=== uart_rx ===
uart_rx/layers.png
Drawn at 8 px/um.
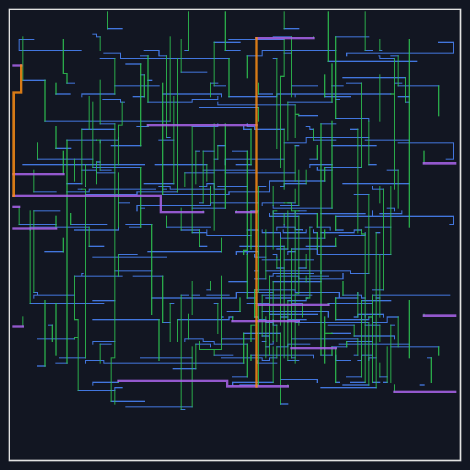
uart_rx/clock_nets.png
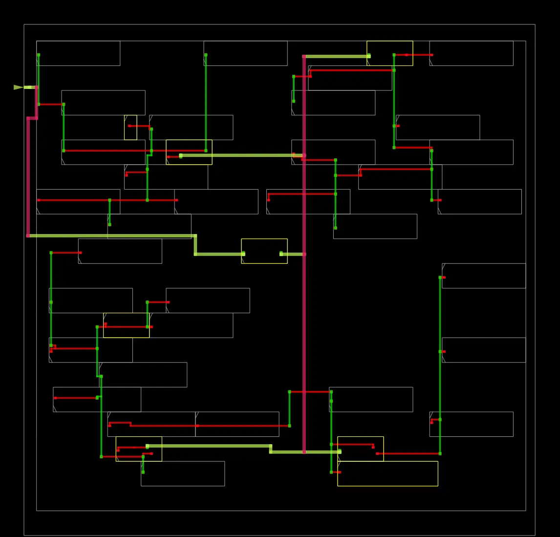
uart_rx/clock_wires.png
Drawn at 4 px/um.
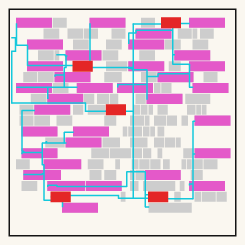
**src/rtl/uart_pkg.sv**
```systemverilog
// uart_pkg: definitions shared by the UART receiver and transmitter.
//   - rx_state_t                 : 3-bit receiver state encoding
//   - NUMBER_OF_RX_SYNCHRONIZERS : depth of the serial input synchronizer
//   - parity_bit()               : parity bit for a data word and parity type
package uart_pkg;

    localparam int NUMBER_OF_RX_SYNCHRONIZERS = 3;

    typedef enum logic [2:0] {
        RX_IDLE       = 3'd0,
        RX_START_BIT  = 3'd1,
        RX_DATA_BITS  = 3'd2,
        RX_PARITY_BIT = 3'd3,
        RX_STOP_BIT   = 3'd4
    } rx_state_t;

    // parity_type: 0 = even, 1 = odd. Unused upper bits of data must be zero.
    function automatic logic parity_bit(input logic [31:0] data, input logic parity_type);
        return (^data) ^ parity_type;
    endfunction

endpackage

```
**src/rtl/uart_sync.sv**
```systemverilog
// uart_sync: N-stage flip-flop synchronizer for an asynchronous level.
// All stages reset to 1, which is the idle level of a UART line.
//   clk   : sampling clock
//   reset : asynchronous, active-low reset
//   d     : asynchronous input
//   q     : synchronized output (last stage)
module uart_sync #(
    parameter int STAGES = 3
) (
    input  logic clk,
    input  logic reset,
    input  logic d,
    output logic q
);

    logic [STAGES-1:0] chain;

    always_ff @(posedge clk or negedge reset) begin
        if (!reset) begin
            chain <= '1;
        end else begin
            chain <= {chain[STAGES-2:0], d};
        end
    end

    assign q = chain[STAGES-1];

endmodule

```
**src/rtl/uart_rx.sv**
```systemverilog
// uart_rx: oversampling UART receiver. Deframes start, data (LSB first),
// optional parity and stop bits from a synchronized copy of serial_in.
//   clk           : system clock
//   reset         : asynchronous, active-low reset
//   serial_in     : asynchronous serial line, idles high
//   received_data : last good word, held until the next good frame
//   data_is_valid : one-cycle pulse when a good frame completes
//   rx_error      : one-cycle pulse on a parity or framing error
//   rx_busy       : high whenever the receiver is not idle
//
// state         | meaning
// --------------+---------------------------------------------------------
// RX_IDLE       | waiting for sync to go low (start edge)
// RX_START_BIT  | counting to mid start bit; rejects glitches (false start)
// RX_DATA_BITS  | sampling data bits mid-bit, LSB first, running parity
// RX_PARITY_BIT | sampling parity bit and latching a mismatch flag
// RX_STOP_BIT   | sampling stop bit; reports the frame and returns to idle
module uart_rx
    import uart_pkg::*;
#(
    parameter int INPUT_DATA_WIDTH = 8,
    parameter int PARITY_ENABLED   = 1,
    parameter int PARITY_TYPE      = 0,
    parameter int CLOCKS_PER_BIT   = 8
) (
    input  logic                        clk,
    input  logic                        reset,
    input  logic                        serial_in,
    output logic [INPUT_DATA_WIDTH-1:0] received_data,
    output logic                        data_is_valid,
    output logic                        rx_error,
    output logic                        rx_busy
);

    localparam int CNT_W = $clog2(CLOCKS_PER_BIT);
    localparam int IDX_W = $clog2(INPUT_DATA_WIDTH);

    localparam logic [CNT_W-1:0] MID_START   = CNT_W'(CLOCKS_PER_BIT/2 - 1);
    localparam logic [CNT_W-1:0] LAST_SAMPLE = CNT_W'(CLOCKS_PER_BIT - 1);
    localparam logic [IDX_W-1:0] LAST_BIT    = IDX_W'(INPUT_DATA_WIDTH - 1);
    localparam logic             ODD_PARITY  = (PARITY_TYPE != 0);

    logic                        sync;
    rx_state_t                   state;
    logic [CNT_W-1:0]            sample_cnt;
    logic [IDX_W-1:0]            bit_idx;
    logic [INPUT_DATA_WIDTH-1:0] shift_reg;
    logic                        running_parity;
    logic                        parity_mismatch;
    logic                        sample_tick;

    uart_sync #(
        .STAGES (NUMBER_OF_RX_SYNCHRONIZERS)
    ) u_sync (
        .clk   (clk),
        .reset (reset),
        .d     (serial_in),
        .q     (sync)
    );

    // After the start-bit check the counter restarts at 0, so every wrap at
    // CLOCKS_PER_BIT-1 lands one full bit later, i.e. again at mid-bit.
    assign sample_tick = (sample_cnt == LAST_SAMPLE);

    always_ff @(posedge clk or negedge reset) begin
        if (!reset) begin
            state           <= RX_IDLE;
            sample_cnt      <= '0;
            bit_idx         <= '0;
            shift_reg       <= '0;
            running_parity  <= 1'b0;
            parity_mismatch <= 1'b0;
            received_data   <= '0;
            data_is_valid   <= 1'b0;
            rx_error        <= 1'b0;
            rx_busy         <= 1'b0;
        end else begin
            data_is_valid <= 1'b0;
            rx_error      <= 1'b0;

            case (state)
                RX_IDLE: begin
                    if (!sync) begin
                        state      <= RX_START_BIT;
                        sample_cnt <= '0;
                        rx_busy    <= 1'b1;
                    end
                end

                RX_START_BIT: begin
                    if (sample_cnt == MID_START) begin
                        if (sync) begin
                            state   <= RX_IDLE;
                            rx_busy <= 1'b0;
                        end else begin
                            state           <= RX_DATA_BITS;
                            bit_idx         <= '0;
                            sample_cnt      <= '0;
                            running_parity  <= 1'b0;
                            parity_mismatch <= 1'b0;
                        end
                    end else begin
                        sample_cnt <= sample_cnt + CNT_W'(1);
                    end
                end

                RX_DATA_BITS: begin
                    if (sample_tick) begin
                        sample_cnt     <= '0;
                        shift_reg      <= {sync, shift_reg[INPUT_DATA_WIDTH-1:1]};
                        running_parity <= running_parity ^ sync;
                        if (bit_idx == LAST_BIT) begin
                            state <= (PARITY_ENABLED != 0) ? RX_PARITY_BIT : RX_STOP_BIT;
                        end else begin
                            bit_idx <= bit_idx + IDX_W'(1);
                        end
                    end else begin
                        sample_cnt <= sample_cnt + CNT_W'(1);
                    end
                end

                RX_PARITY_BIT: begin
                    if (sample_tick) begin
                        sample_cnt      <= '0;
                        parity_mismatch <= (sync != parity_bit(32'(running_parity), ODD_PARITY));
                        state           <= RX_STOP_BIT;
                    end else begin
                        sample_cnt <= sample_cnt + CNT_W'(1);
                    end
                end

                RX_STOP_BIT: begin
                    if (sample_tick) begin
                        // Leaving at mid-stop lets a start edge in the second
                        // half of the stop bit begin the next frame.
                        sample_cnt <= '0;
                        state      <= RX_IDLE;
                        rx_busy    <= 1'b0;
                        if (sync && !parity_mismatch) begin
                            received_data <= shift_reg;
                            data_is_valid <= 1'b1;
                        end else begin
                            rx_error <= 1'b1;
                        end
                    end else begin
                        sample_cnt <= sample_cnt + CNT_W'(1);
                    end
                end

                default: begin
                    state   <= RX_IDLE;
                    rx_busy <= 1'b0;
                end
            endcase
        end
    end

endmodule

```
**config.mk**
```make
export PLATFORM = sky130hd
export DESIGN_NAME = uart_rx
export DESIGN_NICKNAME = d
export VERILOG_FILES = /design/src/rtl/uart_pkg.sv /design/src/rtl/uart_sync.sv /design/src/rtl/uart_rx.sv
export SDC_FILE = /design/constraint.sdc
export NUM_CORES = 1
export LEC_CHECK = 0
export CORE_UTILIZATION = 50
export CTS_BUF_LIST = sky130_fd_sc_hd__clkbuf_8
export CTS_CLUSTER_DIAMETER = 80
export CTS_CLUSTER_SIZE = 14
export DETAILED_ROUTE_END_ITERATION = 7
export PLACE_DENSITY = 0.71
export SLEW_MARGIN = 15
export SYNTH_ARGS = -nofsm -noshare
export SYNTH_HDL_FRONTEND = slang
export SYNTH_SLANG_ARGS = --single-unit
```
**constraint.sdc**
```tcl
create_clock -name clk -period 1.9 [get_ports clk]
set_input_delay 0.19 -clock clk [delete_from_list [all_inputs] [get_ports clk]]
set_output_delay 0.19 -clock clk [all_outputs]
set_load 0.02 [all_outputs]
```
==> notes.md <==
fresh numbers from the pnr run: status=complete, no violations, Final Hold Viols=0, Setup Fix Bufs, Post-CTS=0, reg2reg start=sample_cnt[0], top cells by count=30 x dfrtp_1, 16 x mux2_2, 7 x nor2_1, clk sinks=33, setup TNS=0 ns, comb area leader=multiplexers, syn_area_per_cell=13.01 sq um, register area=829.5 sq um, sequential cell count=33, first drt pass iteration count=4, site row count=19, Top cell area share=51.06%, buffer share of cell area=9.936%, Chip Area, Yosys=approximately 1500 sq um, max incr delay on CP=0.35 ns, RSZ-0062 raised after global routing=false, most frequent CP cell=ha_1
About uart_rx/layers.png:
legend:
  green:
    layer: M2
    wire_length: 1140 um
  orange:
    layer: M4
    wire_length: 60.8 um
  blue:
    layer: M1
    wire_length: 1120 um
  purple:
    layer: M3
    wire_length: 123 um
Total GRT Usage: 18.24%
routed wire length: 2.442 mm
vias: 930
drt wl/cell: 14.80 um

About uart_rx/clock_nets.png:
Worst Skew: 0.004479 ns
TritonCTS Buffers: 5
# clk buffers: 6

About uart_rx/clock_wires.png:
legend:
  red:
    item: clock-net drivers
    count: 5
  magenta:
    item: flip-flops
    count: 33
  cyan:
    item: clock wires
    length: 412 um
routed clock nets: 6
clk ins delay skew pair: 0.29 ns
Power Clock: 0.000670 W
clock network power share: 32.8%


=== rat_call_stack ===
==> src/rtl/rat_stack_pkg.sv <==
// Shared definitions for the RAT return-address stack.
// RAT_ADDR_W matches the PC width; stack_op_t is the {PUSH,POP} decode.
// Imported by rat_stack_ram and rat_call_stack.
package rat_stack_pkg;

  localparam int RAT_ADDR_W = 10;

  // Encoding equals the raw {PUSH,POP} pair so a plain cast decodes it.
  typedef enum logic [1:0] {
    OP_NOP  = 2'b00,
    OP_POP  = 2'b01,
    OP_PUSH = 2'b10,
    OP_REPL = 2'b11
  } stack_op_t;

endpackage

==> src/rtl/rat_stack_ram.sv <==
// Entry storage for the return-address stack: DEPTH x ADDR_W, no reset.
// Ports: clk, we_i/waddr_i/wdata_i (sync write), raddr_i/rdata_o (async read).
// Read is combinational so the top of stack is usable in the same cycle.
module rat_stack_ram #(
  parameter int ADDR_W = 10,
  parameter int DEPTH  = 16,
  localparam int IDX_W = $clog2(DEPTH)
) (
  input  logic              clk,
  input  logic              we_i,
  input  logic [IDX_W-1:0]  waddr_i,
  input  logic [ADDR_W-1:0] wdata_i,
  input  logic [IDX_W-1:0]  raddr_i,
  output logic [ADDR_W-1:0] rdata_o
);

  logic [ADDR_W-1:0] mem_q [DEPTH];

  always_ff @(posedge clk) begin
    if (we_i) begin
      mem_q[waddr_i] <= wdata_i;
    end
  end

  assign rdata_o = mem_q[raddr_i];

endmodule

==> src/rtl/rat_call_stack.sv <==
// Hardware return-address stack for the RAT core (CALL pushes, RET/RETI pops).
// Ports: clk, RST (async active-low), PUSH/POP/PC_IN in; TO_PC (comb top), SP_OUT, EMPTY, FULL out.
// Optional RAT_STACK_ERR_EN adds ERR_CLR in and sticky OVF/UNF out.
module rat_call_stack
  import rat_stack_pkg::*;
#(
  parameter int ADDR_W = RAT_ADDR_W,
  parameter int DEPTH  = 16,
  localparam int SP_W  = $clog2(DEPTH) + 1
) (
  input  logic              clk,
  input  logic              RST,
  input  logic              PUSH,
  input  logic              POP,
  input  logic [ADDR_W-1:0] PC_IN,
  output logic [ADDR_W-1:0] TO_PC,
  output logic [SP_W-1:0]   SP_OUT,
  output logic              EMPTY,
  output logic              FULL
`ifdef RAT_STACK_ERR_EN
  ,
  input  logic              ERR_CLR,
  output logic              OVF,
  output logic              UNF
`endif
);

  localparam int IDX_W = $clog2(DEPTH);
  localparam logic [SP_W-1:0] SP_ONE  = SP_W'(1);
  localparam logic [SP_W-1:0] SP_FULL = SP_W'(DEPTH);

  stack_op_t         op;
  logic [SP_W-1:0]   sp_q, sp_d, sp_dec;
  logic              we;
  logic [IDX_W-1:0]  waddr;
  logic [ADDR_W-1:0] rdata;

  assign op     = stack_op_t'({PUSH, POP});
  assign sp_dec = sp_q - SP_ONE;
  assign EMPTY  = (sp_q == '0);
  assign FULL   = (sp_q == SP_FULL);
  assign SP_OUT = sp_q;

  // Top entry lives at SP-1; the RAM output is masked to zero when empty.
  assign TO_PC = EMPTY ? '0 : rdata;

  always_comb begin
    sp_d  = sp_q;
    we    = 1'b0;
    waddr = sp_q[IDX_W-1:0];
    case (op)
      OP_PUSH: begin
        if (!FULL) begin
          we   = 1'b1;
          sp_d = sp_q + SP_ONE;
        end
      end
      OP_POP: begin
        if (!EMPTY) begin
          sp_d = sp_dec;
        end
      end
      OP_REPL: begin
        // Overwrite the top in place; on an empty stack this degenerates to a push.
        we = 1'b1;
        if (EMPTY) begin
          sp_d = SP_ONE;
        end else begin
          waddr = sp_dec[IDX_W-1:0];
        end
      end
      default: ;
    endcase
  end

  always_ff @(posedge clk or negedge RST) begin
    if (!RST) begin
      sp_q <= '0;
    end else begin
      sp_q <= sp_d;
    end
  end

  rat_stack_ram #(
    .ADDR_W (ADDR_W),
    .DEPTH  (DEPTH)
  ) u_ram (
    .clk     (clk),
    .we_i    (we),
    .waddr_i (waddr),
    .wdata_i (PC_IN),
    .raddr_i (sp_dec[IDX_W-1:0]),
    .rdata_o (rdata)
  );

`ifdef RAT_STACK_ERR_EN
  logic ovf_q, ovf_d, unf_q, unf_d;

  // Clear first, then set, so a fault on the clearing edge is still recorded.
  always_comb begin
    ovf_d = ERR_CLR ? 1'b0 : ovf_q;
    unf_d = ERR_CLR ? 1'b0 : unf_q;
    if (op == OP_PUSH && FULL)  ovf_d = 1'b1;
    if (op == OP_POP  && EMPTY) unf_d = 1'b1;
  end

  always_ff @(posedge clk or negedge RST) begin
    if (!RST) begin
      ovf_q <= 1'b0;
      unf_q <= 1'b0;
    end else begin
      ovf_q <= ovf_d;
      unf_q <= unf_d;
    end
  end

  assign OVF = ovf_q;
  assign UNF = unf_q;
`endif

endmodule
==> config.mk <==
export PLATFORM = sky130hd
export DESIGN_NAME = rat_call_stack
export DESIGN_NICKNAME = d
export VERILOG_FILES = /design/src/rtl/rat_stack_pkg.sv /design/src/rtl/rat_stack_ram.sv /design/src/rtl/rat_call_stack.sv
export SDC_FILE = /design/constraint.sdc
export NUM_CORES = 1
export LEC_CHECK = 0
export CAP_MARGIN = 20
export CORE_MARGIN = 1
export CORE_UTILIZATION = 54
export DETAILED_ROUTE_END_ITERATION = 10
export PLACE_DENSITY_LB_ADDON = 0.05
export REMOVE_ABC_BUFFERS = 1
export SLEW_MARGIN = 20
export SYNTH_ARGS = -nofsm -noshare
export SYNTH_HDL_FRONTEND = slang
export SYNTH_SLANG_ARGS = --single-unit
==> constraint.sdc <==
create_clock -name clk -period 3.5 [get_ports clk]
set_input_delay 0.35 -clock clk [delete_from_list [all_inputs] [get_ports clk]]
set_output_delay 0.35 -clock clk [all_outputs]
set_load 0.01 [all_outputs]
rat_call_stack/clock_nets.png
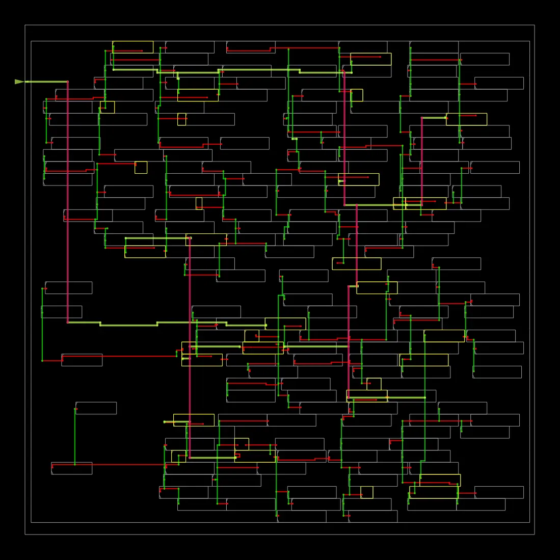
# clk buffers: 17
sequential cell count: 165
clk ins delay skew pair: 0.42 ns
clk sinks: 165

rat_call_stack/clock_wires.png
Drawn at 2 px/um.
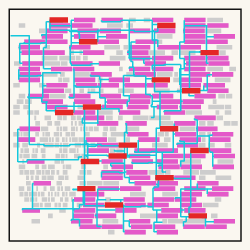
legend:
  red:
    item: clock-net drivers
    count: 17
  magenta:
    item: flip-flops
    count: 165
  cyan:
    item: clock wires
    length: 1730 um
routed clock nets: 18
flops lie: all over the die
Power Clock: 0.00188 W
clock network power share: 24.1%
Worst Skew: 0.004365 ns

==> notes.md <==
fresh numbers from the pnr run: status=complete, no violations, max-capacitance violation count=0, sequential share of the synthesized area=about 70%, RePlAce Congestion=about 0.9, most used routing layer=met2, Worst setup startpoint=SP_OUT[0], Ant. Diodes=0, largest class=registers, first-pass GRT wire length=22.71 mm, min Tclk post-route=3.381 ns, Comb area share=22.98%, AND/OR/NAND/NOR Cells, Area Fraction=roughly 4.5%, Yosys warnings=0, non-filler cells, final=619, Pwr per Cell Area=942.5 nW/um^2, Crit path depth=7, Crit path required time=3.15 ns


==> notes/layouts.md <==
Pictures saved along the way, in no particular order.

Selected gate families.
panel A
Drawn at 4 px/um.
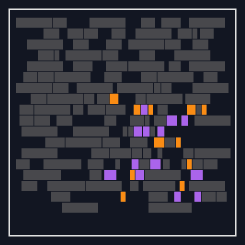
panel B
Drawn at 2 px/um.
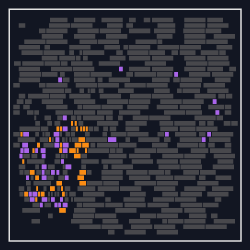
For rat_call_stack, see panel B.
For uart_rx, see panel A.
Of these, largest die: panel B
Of these, most cells: panel B

Power figures rest on the tool's default switching activity, not on a simulated workload.
